==================== design 1
### Where the registers sit, design 1

The bar under the picture is 20 µm long.
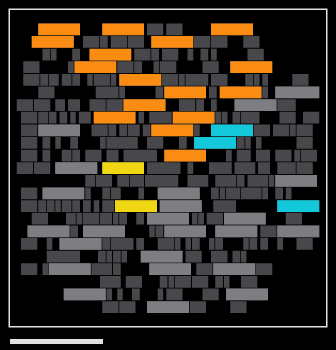

===== config.mk =====
export PLATFORM = sky130hd
export DESIGN_NAME = cmp_serial_wide
export DESIGN_NICKNAME = d
export VERILOG_FILES = /design/src/rtl/cmp_pkg.sv /design/src/rtl/cmp4_cascade.sv /design/src/rtl/cmp_serial_wide.sv
export SDC_FILE = /design/constraint.sdc
export NUM_CORES = 1
export LEC_CHECK = 0
export CORE_UTILIZATION = 50
export CTS_CLUSTER_DIAMETER = 50
export DETAILED_ROUTE_END_ITERATION = 10
export GPL_ROUTABILITY_DRIVEN = 0
export PLACE_DENSITY = 0.78
export SYNTH_ARGS = -nofsm -noshare
export SYNTH_HDL_FRONTEND = slang
export SYNTH_HIERARCHICAL = 1
export SYNTH_SLANG_ARGS = --single-unit

===== constraint.sdc =====
create_clock -name clk -period 1.67 [get_ports clk]
set_input_delay 0.167 -clock clk [delete_from_list [all_inputs] [get_ports clk]]
set_output_delay 0.167 -clock clk [all_outputs]
set_load 0.005 [all_outputs]

===== src/rtl/cmp_pkg.sv =====
//------------------------------------------------------------------------------
// cmp_pkg : shared types and constants for the serial nibble comparator.
// Revision: 1.0
//------------------------------------------------------------------------------
`default_nettype none

package cmp_pkg;

   typedef logic [1:0] state_t;
   localparam state_t ST_IDLE = 2'd0;
   localparam state_t ST_RUN  = 2'd1;
   localparam state_t ST_FIN  = 2'd2;

   // Cascade state bit order is {GT, LT, EQ}
   typedef logic [2:0] casc_t;
   localparam casc_t CASC_GT   = 3'b100;
   localparam casc_t CASC_LT   = 3'b010;
   localparam casc_t CASC_EQ   = 3'b001;
   localparam casc_t CASC_NONE = 3'b000;
   localparam casc_t CASC_BOTH = 3'b110;

   // 74HC85 cascade-input decode: IAEB dominates, otherwise GT/LT pins map through
   function automatic casc_t casc_seed(input logic gb, input logic sb, input logic eb);
      casc_t s;
      if (eb)
         s = CASC_EQ;
      else begin
         case ({gb, sb})
            2'b10:   s = CASC_GT;
            2'b01:   s = CASC_LT;
            2'b11:   s = CASC_NONE;
            default: s = CASC_BOTH;
         endcase
      end
      return s;
   endfunction

endpackage

`default_nettype wire


===== src/rtl/cmp4_cascade.sv =====
//------------------------------------------------------------------------------
// cmp4_cascade : combinational 4-bit magnitude step with cascade pass-through.
// Revision: 1.0
//------------------------------------------------------------------------------
`default_nettype none

module cmp4_cascade
   import cmp_pkg::*;
(
   input  logic [3:0] a,
   input  logic [3:0] b,
   input  casc_t      casc_in,
   output casc_t      casc_out
);

   always_comb begin
      casc_out = casc_in;
      if (a > b)
         casc_out = CASC_GT;
      else if (a < b)
         casc_out = CASC_LT;
   end

endmodule

`default_nettype wire


===== src/rtl/cmp_serial_wide.sv =====
//------------------------------------------------------------------------------
// cmp_serial_wide : wide unsigned magnitude comparator, one nibble per cycle.
// Revision: 1.0
//------------------------------------------------------------------------------
`default_nettype none

module cmp_serial_wide
   import cmp_pkg::*;
#(
   parameter int NIBBLES = 4
) (
   input  logic                 clk,
   input  logic                 rst,
   input  logic                 start,
   input  logic [4*NIBBLES-1:0] a,
   input  logic [4*NIBBLES-1:0] b,
   input  logic                 iagb,
   input  logic                 iasb,
   input  logic                 iaeb,
   output logic                 busy,
   output logic                 done,
   output logic                 qagb,
   output logic                 qasb,
   output logic                 qaeb
);

   localparam int W     = 4 * NIBBLES;
   localparam int IDX_W = $clog2(NIBBLES);
   localparam logic [IDX_W-1:0] LAST_IDX = IDX_W'(NIBBLES - 1);

   state_t           r_state;
   logic [IDX_W-1:0] r_idx;
   logic [W-1:0]     r_a;
   logic [W-1:0]     r_b;
   casc_t            r_casc;
   casc_t            w_casc_next;

   // Operands shift right each RUN cycle so the active nibble is always [3:0]
   cmp4_cascade u_step (
      .a        (r_a[3:0]),
      .b        (r_b[3:0]),
      .casc_in  (r_casc),
      .casc_out (w_casc_next)
   );

   always_ff @(posedge clk or posedge rst) begin
      if (rst) begin
         r_state <= ST_IDLE;
         r_idx   <= '0;
         r_a     <= '0;
         r_b     <= '0;
         r_casc  <= CASC_NONE;
         busy    <= 1'b0;
         done    <= 1'b0;
         qagb    <= 1'b0;
         qasb    <= 1'b0;
         qaeb    <= 1'b1;
      end else begin
         case (r_state)
            ST_IDLE: begin
               done <= 1'b0;
               if (start) begin
                  r_a     <= a;
                  r_b     <= b;
                  r_casc  <= casc_seed(iagb, iasb, iaeb);
                  r_idx   <= '0;
                  busy    <= 1'b1;
                  r_state <= ST_RUN;
               end
            end
            ST_RUN: begin
               r_casc <= w_casc_next;
               r_a    <= {4'h0, r_a[W-1:4]};
               r_b    <= {4'h0, r_b[W-1:4]};
               if (r_idx == LAST_IDX) begin
                  // Result is committed on entry to FIN so it is visible with DONE
                  {qagb, qasb, qaeb} <= w_casc_next;
                  done    <= 1'b1;
                  r_state <= ST_FIN;
               end else begin
                  r_idx <= r_idx + 1'b1;
               end
            end
            ST_FIN: begin
               done    <= 1'b0;
               busy    <= 1'b0;
               r_state <= ST_IDLE;
            end
            default: begin
               done    <= 1'b0;
               busy    <= 1'b0;
               r_state <= ST_IDLE;
            end
         endcase
      end
   end

endmodule

`default_nettype wire


==================== design 2
<file path="config.mk">
export PLATFORM = sky130hd
export DESIGN_NAME = od_bus_arbiter
export DESIGN_NICKNAME = d
export VERILOG_FILES = /design/src/rtl/od_bus_arbiter.sv
export SDC_FILE = /design/constraint.sdc
export NUM_CORES = 1
export LEC_CHECK = 0
export CAP_MARGIN = 15
export CORE_AREA = 2 2 79 81
export DETAILED_ROUTE_END_ITERATION = 10
export DIE_AREA = 0 0 81 83
export PLACE_DENSITY = 0.72
export RECOVER_POWER = 100
export SLEW_MARGIN = 20
export SYNTH_ARGS = -nofsm -noshare
export SYNTH_HDL_FRONTEND = slang
export SYNTH_SLANG_ARGS = --single-unit
export TNS_END_PERCENT = 100
</file>
<file path="constraint.sdc">
create_clock -name clk -period 3.84 [get_ports clk]
set_input_delay 0.576 -clock clk [delete_from_list [all_inputs] [get_ports clk]]
set_output_delay 0.576 -clock clk [all_outputs]
set_load 0.1 [all_outputs]
</file>
<file path="src/rtl/od_bus_arbiter.sv">
// Round-robin arbiter for a shared open-drain, wired-AND bus. Times the pull-down settle and
// the slower pull-up recovery with a counter, then samples the bus back and flags contention.
module od_bus_arbiter #(
  parameter int unsigned REQUESTERS  = 4,
  parameter int unsigned WIDTH       = 8,
  parameter int unsigned FALL_CYCLES = 1,
  parameter int unsigned RISE_CYCLES = 4
) (
  input  logic                        clk,
  input  logic                        rst_n,
  input  logic [REQUESTERS-1:0]       req,
  input  logic [REQUESTERS*WIDTH-1:0] wdata,
  output logic [REQUESTERS-1:0]       grant,
  output logic [REQUESTERS-1:0]       done,
  output logic [WIDTH-1:0]            rdata,
  output logic                        err,
  output logic [WIDTH-1:0]            bus_pull,
  input  logic [WIDTH-1:0]            bus_in
);

  localparam int unsigned MaxCyc = (FALL_CYCLES > RISE_CYCLES) ? FALL_CYCLES : RISE_CYCLES;
  localparam int unsigned CntW   = (MaxCyc > 1) ? $clog2(MaxCyc) : 1;
  localparam int unsigned PtrW   = (REQUESTERS > 1) ? $clog2(REQUESTERS) : 1;

  localparam logic [CntW-1:0] FallLoad = CntW'(FALL_CYCLES - 1);
  localparam logic [CntW-1:0] RiseLoad = CntW'(RISE_CYCLES - 1);
  localparam logic [PtrW-1:0] PtrReset = PtrW'(REQUESTERS - 1);

  typedef enum logic [1:0] {
    StRecover,
    StIdle,
    StDrive,
    StRelease
  } state_e;

  state_e                  r_state,    w_state_nxt;
  logic [CntW-1:0]         r_cnt,      w_cnt_nxt;
  logic [PtrW-1:0]         r_rr_ptr,   w_rr_ptr_nxt;
  logic [REQUESTERS-1:0]   r_grant,    w_grant_nxt;
  logic [REQUESTERS-1:0]   r_done,     w_done_nxt;
  logic [WIDTH-1:0]        r_rdata,    w_rdata_nxt;
  logic                    r_err,      w_err_nxt;
  logic [WIDTH-1:0]        r_bus_pull, w_bus_pull_nxt;
  logic [WIDTH-1:0]        r_wlat,     w_wlat_nxt;

  logic                    w_found;
  logic [PtrW-1:0]         w_sel;
  logic [WIDTH-1:0]        w_word;

  function automatic logic [PtrW-1:0] wrap_idx(input logic [PtrW-1:0] base,
                                               input int unsigned off);
    int unsigned s;
    s = (32'(base) + off) % REQUESTERS;
    return PtrW'(s);
  endfunction

  // Search starts just after the last winner, so the previous grantee has lowest priority.
  always_comb begin
    w_found = 1'b0;
    w_sel   = r_rr_ptr;
    for (int unsigned k = 1; k <= REQUESTERS; k++) begin
      if (!w_found && req[wrap_idx(r_rr_ptr, k)]) begin
        w_found = 1'b1;
        w_sel   = wrap_idx(r_rr_ptr, k);
      end
    end
  end

  assign w_word = wdata[32'(w_sel)*WIDTH +: WIDTH];

  always_comb begin
    w_state_nxt    = r_state;
    w_cnt_nxt      = r_cnt;
    w_rr_ptr_nxt   = r_rr_ptr;
    w_grant_nxt    = r_grant;
    w_done_nxt     = '0;
    w_rdata_nxt    = r_rdata;
    w_err_nxt      = 1'b0;
    w_bus_pull_nxt = r_bus_pull;
    w_wlat_nxt     = r_wlat;

    unique case (r_state)
      StRecover, StRelease: begin
        w_bus_pull_nxt = '0;
        if (r_cnt != '0) begin
          w_cnt_nxt = r_cnt - CntW'(1);
        end else begin
          w_state_nxt = StIdle;
          w_grant_nxt = '0;
        end
      end
      StIdle: begin
        if (w_found) begin
          w_grant_nxt    = REQUESTERS'(1) << w_sel;
          w_rr_ptr_nxt   = w_sel;
          w_wlat_nxt     = w_word;
          w_bus_pull_nxt = ~w_word;
          w_cnt_nxt      = FallLoad;
          w_state_nxt    = StDrive;
        end
      end
      StDrive: begin
        if (r_cnt != '0) begin
          w_cnt_nxt = r_cnt - CntW'(1);
        end else begin
          w_rdata_nxt    = bus_in;
          w_done_nxt     = r_grant;
          w_err_nxt      = (bus_in != r_wlat);
          w_bus_pull_nxt = '0;
          w_cnt_nxt      = RiseLoad;
          w_state_nxt    = StRelease;
        end
      end
      default: begin
        w_state_nxt    = StRecover;
        w_bus_pull_nxt = '0;
        w_grant_nxt    = '0;
        w_cnt_nxt      = RiseLoad;
      end
    endcase
  end

  // Async reset also drops the pull-downs immediately so a stuck-low bus is released.
  always_ff @(posedge clk or negedge rst_n) begin
    if (!rst_n) begin
      r_state    <= StRecover;
      r_cnt      <= RiseLoad;
      r_rr_ptr   <= PtrReset;
      r_grant    <= '0;
      r_done     <= '0;
      r_rdata    <= '0;
      r_err      <= 1'b0;
      r_bus_pull <= '0;
      r_wlat     <= '0;
    end else begin
      r_state    <= w_state_nxt;
      r_cnt      <= w_cnt_nxt;
      r_rr_ptr   <= w_rr_ptr_nxt;
      r_grant    <= w_grant_nxt;
      r_done     <= w_done_nxt;
      r_rdata    <= w_rdata_nxt;
      r_err      <= w_err_nxt;
      r_bus_pull <= w_bus_pull_nxt;
      r_wlat     <= w_wlat_nxt;
    end
  end

  assign grant    = r_grant;
  assign done     = r_done;
  assign rdata    = r_rdata;
  assign err      = r_err;
  assign bus_pull = r_bus_pull;

endmodule

</file>
==================== design 3
File: config.mk
export PLATFORM = sky130hd
export DESIGN_NAME = push_button_bank
export DESIGN_NICKNAME = d
export VERILOG_FILES = /design/src/rtl/push_button_bank.sv
export SDC_FILE = /design/constraint.sdc
export NUM_CORES = 1
export LEC_CHECK = 0
export CORE_MARGIN = 2
export CORE_UTILIZATION = 55
export DETAILED_ROUTE_END_ITERATION = 16
export PLACE_DENSITY_LB_ADDON = 0.2
export SKIP_CTS_REPAIR_TIMING = 1
export SLEW_MARGIN = 40
export SYNTH_ARGS = -nofsm -noshare
export SYNTH_HDL_FRONTEND = slang
export SYNTH_SLANG_ARGS = --single-unit
export TNS_END_PERCENT = 20
File: constraint.sdc
create_clock -name clk -period 3.2 [get_ports clk]
set_input_delay 0.64 -clock clk [delete_from_list [all_inputs] [get_ports clk]]
set_output_delay 0.64 -clock clk [all_outputs]
set_load 0.005 [all_outputs]
File: src/rtl/push_button_bank.sv
// N-channel push-button conditioner: 2-FF synchroniser, stable-count debouncer,
// press/release edge pulses and a per-channel hold FSM for long-press and auto-repeat.
module push_button_bank #(
    parameter int unsigned N             = 4,
    parameter int unsigned DEB_CYCLES    = 4,
    parameter int unsigned LONG_CYCLES   = 16,
    parameter int unsigned REPEAT_CYCLES = 8,
    parameter bit          REPEAT_EN     = 1'b1
) (
    input  logic         clk,
    input  logic         rst,
    input  logic [N-1:0] x,
    output logic [N-1:0] level,
    output logic [N-1:0] press,
    output logic [N-1:0] released,
    output logic [N-1:0] long_press,
    output logic [N-1:0] rpt
);

    localparam int unsigned DW   = $clog2(DEB_CYCLES);
    localparam int unsigned HMAX = (LONG_CYCLES > REPEAT_CYCLES) ? LONG_CYCLES : REPEAT_CYCLES;
    localparam int unsigned HW   = $clog2(HMAX + 1);

    typedef enum logic [1:0] {
        IDLE = 2'd0,
        HELD = 2'd1,
        LONG = 2'd2
    } hold_e;

    for (genvar i = 0; i < N; i++) begin : g_ch
        logic          s1_q, s2_q;
        logic          level_q, level_d;
        logic [DW-1:0] deb_q, deb_d;
        hold_e         state_q, state_d;
        logic [HW-1:0] hold_q, hold_d, hold_inc;
        logic          press_q, press_d, rel_q, rel_d;
        logic          long_q, long_d, rpt_q, rpt_d;
        logic          toggle;

        always_ff @(posedge clk or negedge rst) begin
            if (!rst) begin
                s1_q    <= 1'b0;
                s2_q    <= 1'b0;
                level_q <= 1'b0;
                deb_q   <= '0;
                state_q <= IDLE;
                hold_q  <= '0;
                press_q <= 1'b0;
                rel_q   <= 1'b0;
                long_q  <= 1'b0;
                rpt_q   <= 1'b0;
            end else begin
                s1_q    <= x[i];
                s2_q    <= s1_q;
                level_q <= level_d;
                deb_q   <= deb_d;
                state_q <= state_d;
                hold_q  <= hold_d;
                press_q <= press_d;
                rel_q   <= rel_d;
                long_q  <= long_d;
                rpt_q   <= rpt_d;
            end
        end

        always_comb begin
            level_d  = level_q;
            deb_d    = '0;
            state_d  = state_q;
            hold_d   = hold_q;
            hold_inc = hold_q + HW'(1);
            press_d  = 1'b0;
            rel_d    = 1'b0;
            long_d   = 1'b0;
            rpt_d    = 1'b0;
            toggle   = 1'b0;

            // Debounce: accept the new level only after DEB_CYCLES consecutive mismatches.
            if (s2_q != level_q) begin
                if (deb_q == DW'(DEB_CYCLES - 1)) begin
                    toggle  = 1'b1;
                    level_d = ~level_q;
                end else begin
                    deb_d = deb_q + DW'(1);
                end
            end

            // Edge events take priority over hold thresholds, so release beats long/rpt.
            if (toggle && !level_q) begin
                press_d = 1'b1;
                state_d = HELD;
                hold_d  = '0;
            end else if (toggle && level_q) begin
                rel_d   = 1'b1;
                state_d = IDLE;
                hold_d  = '0;
            end else begin
                case (state_q)
                    HELD: begin
                        if (hold_inc == HW'(LONG_CYCLES)) begin
                            long_d  = 1'b1;
                            state_d = LONG;
                            hold_d  = '0;
                        end else begin
                            hold_d = hold_inc;
                        end
                    end
                    LONG: begin
                        if (REPEAT_EN) begin
                            if (hold_inc == HW'(REPEAT_CYCLES)) begin
                                rpt_d  = 1'b1;
                                hold_d = '0;
                            end else begin
                                hold_d = hold_inc;
                            end
                        end
                    end
                    default: ;
                endcase
            end
        end

        assign level[i]      = level_q;
        assign press[i]      = press_q;
        assign released[i]   = rel_q;
        assign long_press[i] = long_q;
        assign rpt[i]        = rpt_q;
    end

endmodule

### Routing congestion, design 2

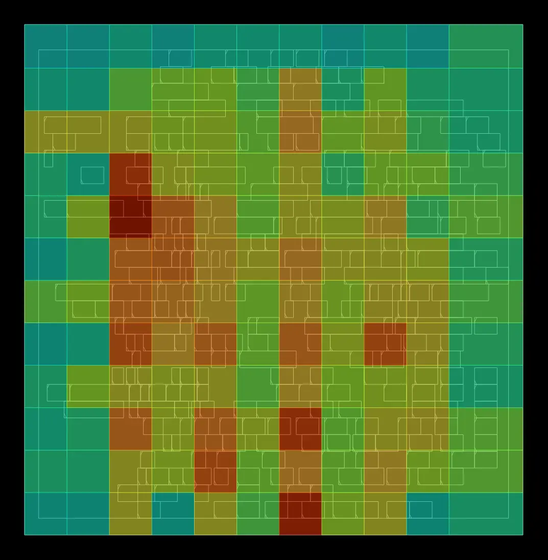
global routing usage on met1: 0.2239
drt wl/cell: 17.00 µm
Core Util, Final: 0.5336
GR peak layer: met2
met2 GRT Util: 0.3088

==> summary.txt, design 2 <==
status: complete, but fails checks
violated checks: capacitance limit, slew limit
worst min-delay path class: reg -> reg
CTS tree: done
DRC: 0
Synth mux share: 0.04376
hpwl dp: 4.398 mm
Syn Inst Count: 212
number of CTS-inserted buffers: 5
fin. max-slew vios: 50
mapped cell area: 0.002287 mm²
core area: 0.005816 mm²
top cells by count: 35 x dfrtp_1, 20 x a32o_1, 16 x o211a_1
Final period util: 0.7740
htree depth: 2
WHS Endpoint: bus_pull[5]
ao+oa area frac: 0.3036
DP Worst Slack: 1.047 ns
Die Height: 83 µm
Non-Filler Instances: 353
Post-DP Area: 0.003008 mm²
Sw Ratio: 0.5165
max_cap viols: 2
yosys synthesis warning count: 0
most numerous logic cells after layout: 42 x clkdlybuf4s50_1, 35 x dfrtp_1, 27 x dlygate4sd3_1
xor/xnor share: 0.03063
FP Core Util: 0.3933
Log Warnings: 28
clk latency late pin: 0.29 ns
comb area leader: AND-OR/OR-AND gates
total die area: 0.006723 mm²
-- design 2: state kept, by name, summed over array words and instances, names as in the netlist --
signal    cells
bus_pull      8
r_wlat        8
rdata         8
done          4
grant         4
r_cnt         2
r_rr_ptr      2
r_state       2
err           1
-- design 2: how the worst max path moves through the flow --
| stage | start | end | cells past startpoint |
|---|---|---|---|
| 2_1_floorplan | req[3] | r_wlat[4] | 7 |
| 4_1_cts | req[3] | grant[2] | 5 |
| 6_report | req[3] | r_wlat[2] | 5 |
| 3_3_place_gp | req[3] | bus_pull[6] | 5 |
| 3_5_place_dp | req[3] | grant[2] | 5 |
| 5_1_grt | req[1] | r_wlat[2] | 5 |
-- design 2: final cells by class --
class                      instances  area [µm²]
timing repair buffer              73       716.9
multi-input combinational        149        1160
clock buffer                       6       82.58
tap                               75       93.84
fill                             544        2713
sequential                        39       980.9
inverter                           9       33.78
clock inverter                     2       35.03
-- design 2: metal layers --
metal / vias up / share of wire / GRT usage / wire (µm)
met1: 981 / 0.40 / 0.2239 / 2429
li1: 956 / - / - / -
met3: 9 / 0.057 / 0.04457 / 345
met2: 58 / 0.52 / 0.3088 / 3126
met5: - / 0 / 0 / 0
met4: 0 / 0.017 / 0.05393 / 100
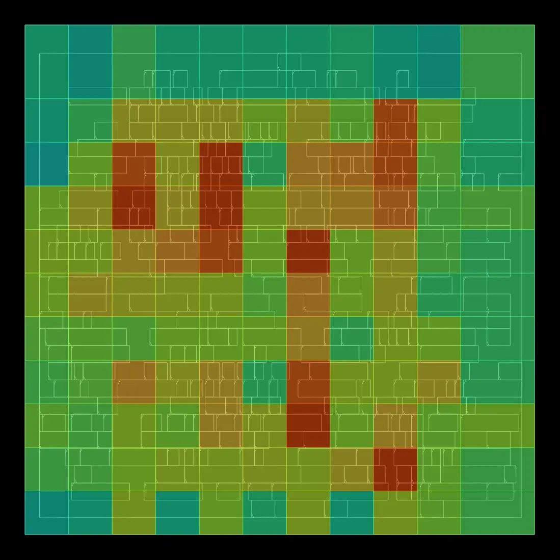
*Routing congestion, design 3*
met2 GRT Util: 0.2900
Core Util, Final: 0.6341

### Gate-type map, design 3

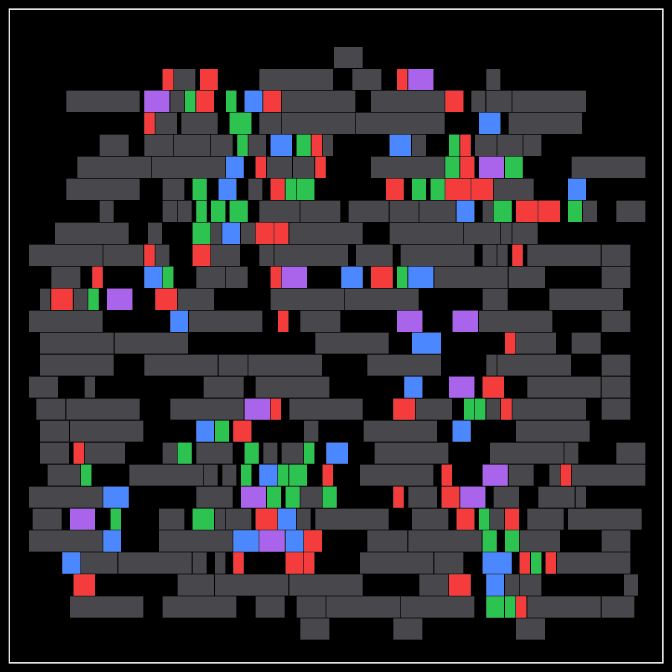
[AND and OR gates] blue | cells: 27 | most used: and2_1
[NOR gates] red | cells: 53 | most used: nor2_1
[XOR/XNOR gates] purple | cells: 14
[NAND gates] green | cells: 43 | most used: nand2_1
fraction of area in multi-input gates: 0.3856
Commonest Layout Cell: dfrtp_1
Non-Filler Instances: 395

==> summary.txt, design 3 <==
status: complete, no violations
initial antenna violation count: 0
FP Core Util: 0.5765
DRC: 0
xor/xnor share: 0.03793
Nets: 339
WHS Endpoint: g_ch[2].s2_q
most numerous logic cells after layout: 64 x dfrtp_1, 25 x nor2_1, 24 x clkdlybuf4s50_1
final-layout clock buffer total: 13
Hold Path Origin: g_ch[2].s1_q
Worst-Margin Slew: 0.5492 ns
Final period util: 0.6055
Primary FF master, synth: dfrtp_1
first-pass GRT wire length: 9.211 mm
largest net degree at the start of global routing: 65
Fillers: 468
syn nets: 337
yosys synthesis warning count: 0
sequential standard cell area: 0.001602 mm²
clk buf depth: 2
Logic area: 0.001371 mm²
register area share after synthesis: 0.4954
number of enable flip-flop cells: 0
Die Height: 80.67 µm
Clk network pwr share: 0.243
skew final: 0.007774 ns
htree depth: 3
mapped cell area: 0.003233 mm²
Reg2Reg Setup Slack: 1.48 ns
CP startpoint kind: flip-flop
CTS tree: done
DR pass1 iterations: 4
P_sw: 0.9634 mW
gr usage total: 0.1843
setup TNS: 0 ns
clock root buffer: clkbuf_8
clk latency late pin: 0.33 ns
RSZ-0062 raised after global routing: false
ys async rst share: 1.000
Vias per Instance: 5.547
top cells, area: dfrtp_1 50%, ha_1 5.8%, buf_4 4.6%
Syn Inst Count: 316
hold depth: 0
max_cap viols: 0
yosys cell count: 316
remaining antenna violation count: 0
most frequent cell after synthesis: dfrtp_1
Slew HR: 0.6339
VDD IR max: 0.4483 mV
Final WS setup: 1.262 ns
buffers added on ports: 25
P_leak: 1.552 nW
ao+oa area frac: 0.1033
design 3: worst reg2reg max path: stages, from the launching register on:
cell and delay, ns:
dfrtp_1 0.37, inv_1 0.05, ha_1 0.26, xor2_1 0.19, nor4b_1 0.17, or4_1 0.47, o21ai_1 0.13
design 3: sequential cells by signal, indices dropped and copies added, names as in the netlist:
name	cells
g_ch.long_q	4
g_ch.press_q	4
g_ch.s1_q	4
g_ch.rpt_q	4
g_ch.deb_q	8
g_ch.hold_q	20
g_ch.state_q	8
g_ch.s2_q	4
g_ch.level_q	4
g_ch.rel_q	4
design 3: routing by layer:
| layer | up-vias | part of all wire | global-route usage |
|---|---|---|---|
| met2 | 47 | 0.46 | 0.2900 |
| met4 | 0 | 0.014 | 0.07288 |
| li1 | 1094 | - | - |
| met1 | 1041 | 0.47 | 0.2306 |
| met5 | - | 0 | 0 |
| met3 | 9 | 0.050 | 0.06742 |
design 3: power by group through the flow:
stage	Clock [mW]	Sequential [mW]	Combinational, mW
finish	0.684	1.28	0.845
global route	0.749	1.32	0.972
CTS	0.709	1.28	0.851
detailed placement	0	1.29	0.843
global placement	0	1.29	0.818
floorplan	0	1.16	0.795
### Clock wires, drivers and flops, design 1

The bar under the picture is 20 µm long.
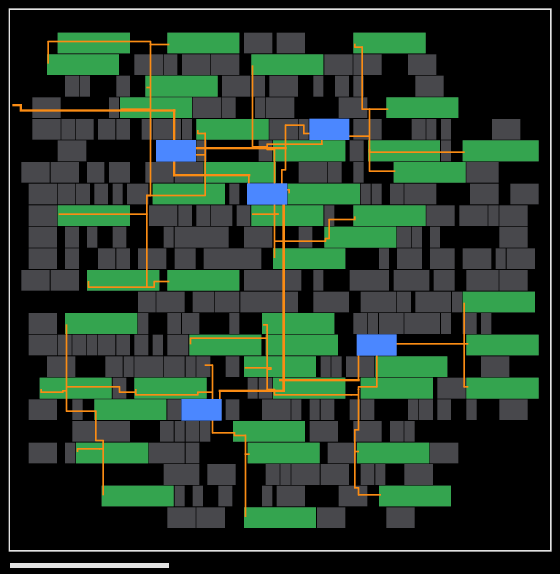
[flip-flops] green | count: 44
[clock wires] orange | length: 475 µm
[cells driving clock nets] blue | count: 5
routed clock nets: 6
skew final: 0.005704 ns
Power Clock: 0.625 mW
Clk network pwr share: 0.136
clk latency late pin: 0.29 ns

About 'Where the registers sit' of design 1:
[`r_casc`] cyan | sequential cells: 3
[`r_state`] yellow | sequential cells: 2
[`r_b`] orange | sequential cells: 16
not coloured: 23

==> summary.txt, design 1 <==
Yosys top cell by area: dfrtp_1
hpwl dp: 2.971 mm
CTS hold repair buffers: 0
WL final: 4.044 mm
Starting DRT DRC Count: 103
Final Cell Area: 0.002768 mm²
number of CTS-inserted buffers: 5
CP startpoint kind: flip-flop
yosys synthesis warning count: 6
largest net degree at the start of global routing: 45
#FFs+latches synth: 44
GR peak layer: met2
Fmax: 644.7 MHz
invs w/o clock: 9
Non-Clock Buffer Area Fraction: 0.1944
Core Util, Final: 0.6773
tap cells: 50
CP max FO: 3
power density cells: 1661 mW/mm²
top cells, area: dfrtp_1 49%, mux2i_1 12%, nand2_1 6.5%
status: complete, no violations
Fillers: 325
Comb power frac: 0.475
Vias per Instance: 5.165
crit path time final: 1.551 ns
CTS resizes: 0
number of top-level design ports: 43
mi-comb count: 147
gr usage total: 0.2045
Final WS setup: 0.1189 ns
final hold vios: 0
drt wl/cell: 13.09 µm
CP arrival: 1.73 ns
worst reg2reg path depth: 4
M1 wire length: 1.853 mm
VDD IR max: 0.7677 mV
# diodes: 0
Setup crit end kind: flip-flop
Adder Share, Synth: 0.03438
htree depth: 2
Dominant cell area share: 0.4928
crit path kind: reg -> reg
met2 wire length: 1.988 mm
setup TNS: 0 ns
final-layout clock buffer total: 7
ys async rst share: 1.000
fin. max-slew vios: 0
CTS tree: done
reg2reg start: r_a[3]
global routing usage on met1: 0.2751
P_sw: 1.667 mW
flip-flops: 44
share of layout cells above drive strength 1: 0.09266
syn nets: 256
clock transition at the registers of the reported paths: 0.08 ns
DP Worst Slack: 0.07871 ns
CTS sink cnt: 44
Setup crit start: r_a[3]
design 1: power groups by stage:
stage / clock network, mW / registers (mW) / logic (mW)
after CTS: 0.646 / 1.79 / 2.22
after global routing: 0.691 / 1.85 / 2.45
final: 0.625 / 1.79 / 2.18
after detailed placement: 0 / 1.81 / 2.21
after global placement: 0 / 1.80 / 2.14
after floorplan: 0 / 1.74 / 1.73
design 1: logic make-up after synthesis:
group,after synthesis
multiplexers,30
AND/OR/NAND/NOR,57
buffers and inverters,21
flip-flops,44
AND-OR/OR-AND,54
adder cells (fa/ha/maj),6
design 1: registers in the layout, indices dropped and copies added (netlist names):
register and flops:
done 1, r_a 16, r_state 2, qasb 1
r_b 16, busy 1, qagb 1, r_casc 3
r_idx 2, qaeb 1
design 1: per-stage QoR:
step | total power [mW] | cells | hold slack (ns)
detailed placement | 4.011 | 301 | 0.4748
finish | 4.597 | 309 | 0.2327
floorplan | 3.466 | 212 | 0.3266
CTS | 4.650 | 309 | 0.2376
global placement | 3.936 | 301 | 0.4643
global route | 4.988 | 309 | 0.2850
design 1: worst max-delay path: stages (launching register included):
cell and delay [ns]:
dfrtp_1 0.39, ha_1 0.34, a21oi_1 0.29, a22oi_1 0.16, mux2_2 0.27

## Gallery

Cell classes on the final placement.
The bar under the picture is 20 µm long.
image #1
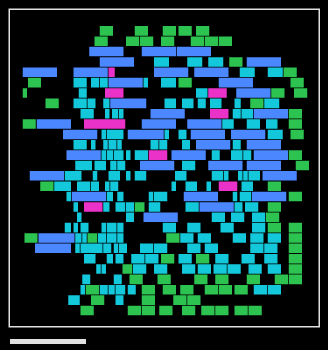
image #2
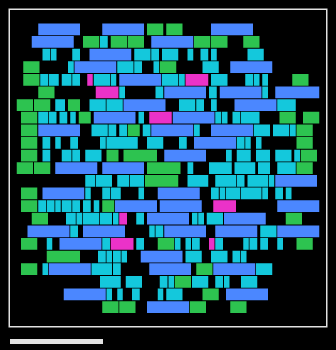
image #3
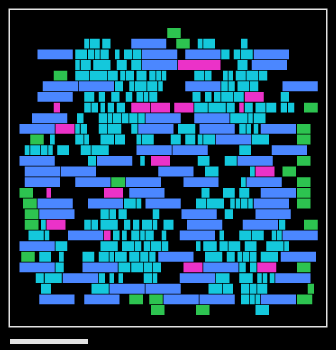
Of these, smallest die: image #2
Of these, lowest utilization: image #1
- design 3 = image #3
- design 2 = image #1
- design 1 = image #2


Power and IR drop assume default switching activity.
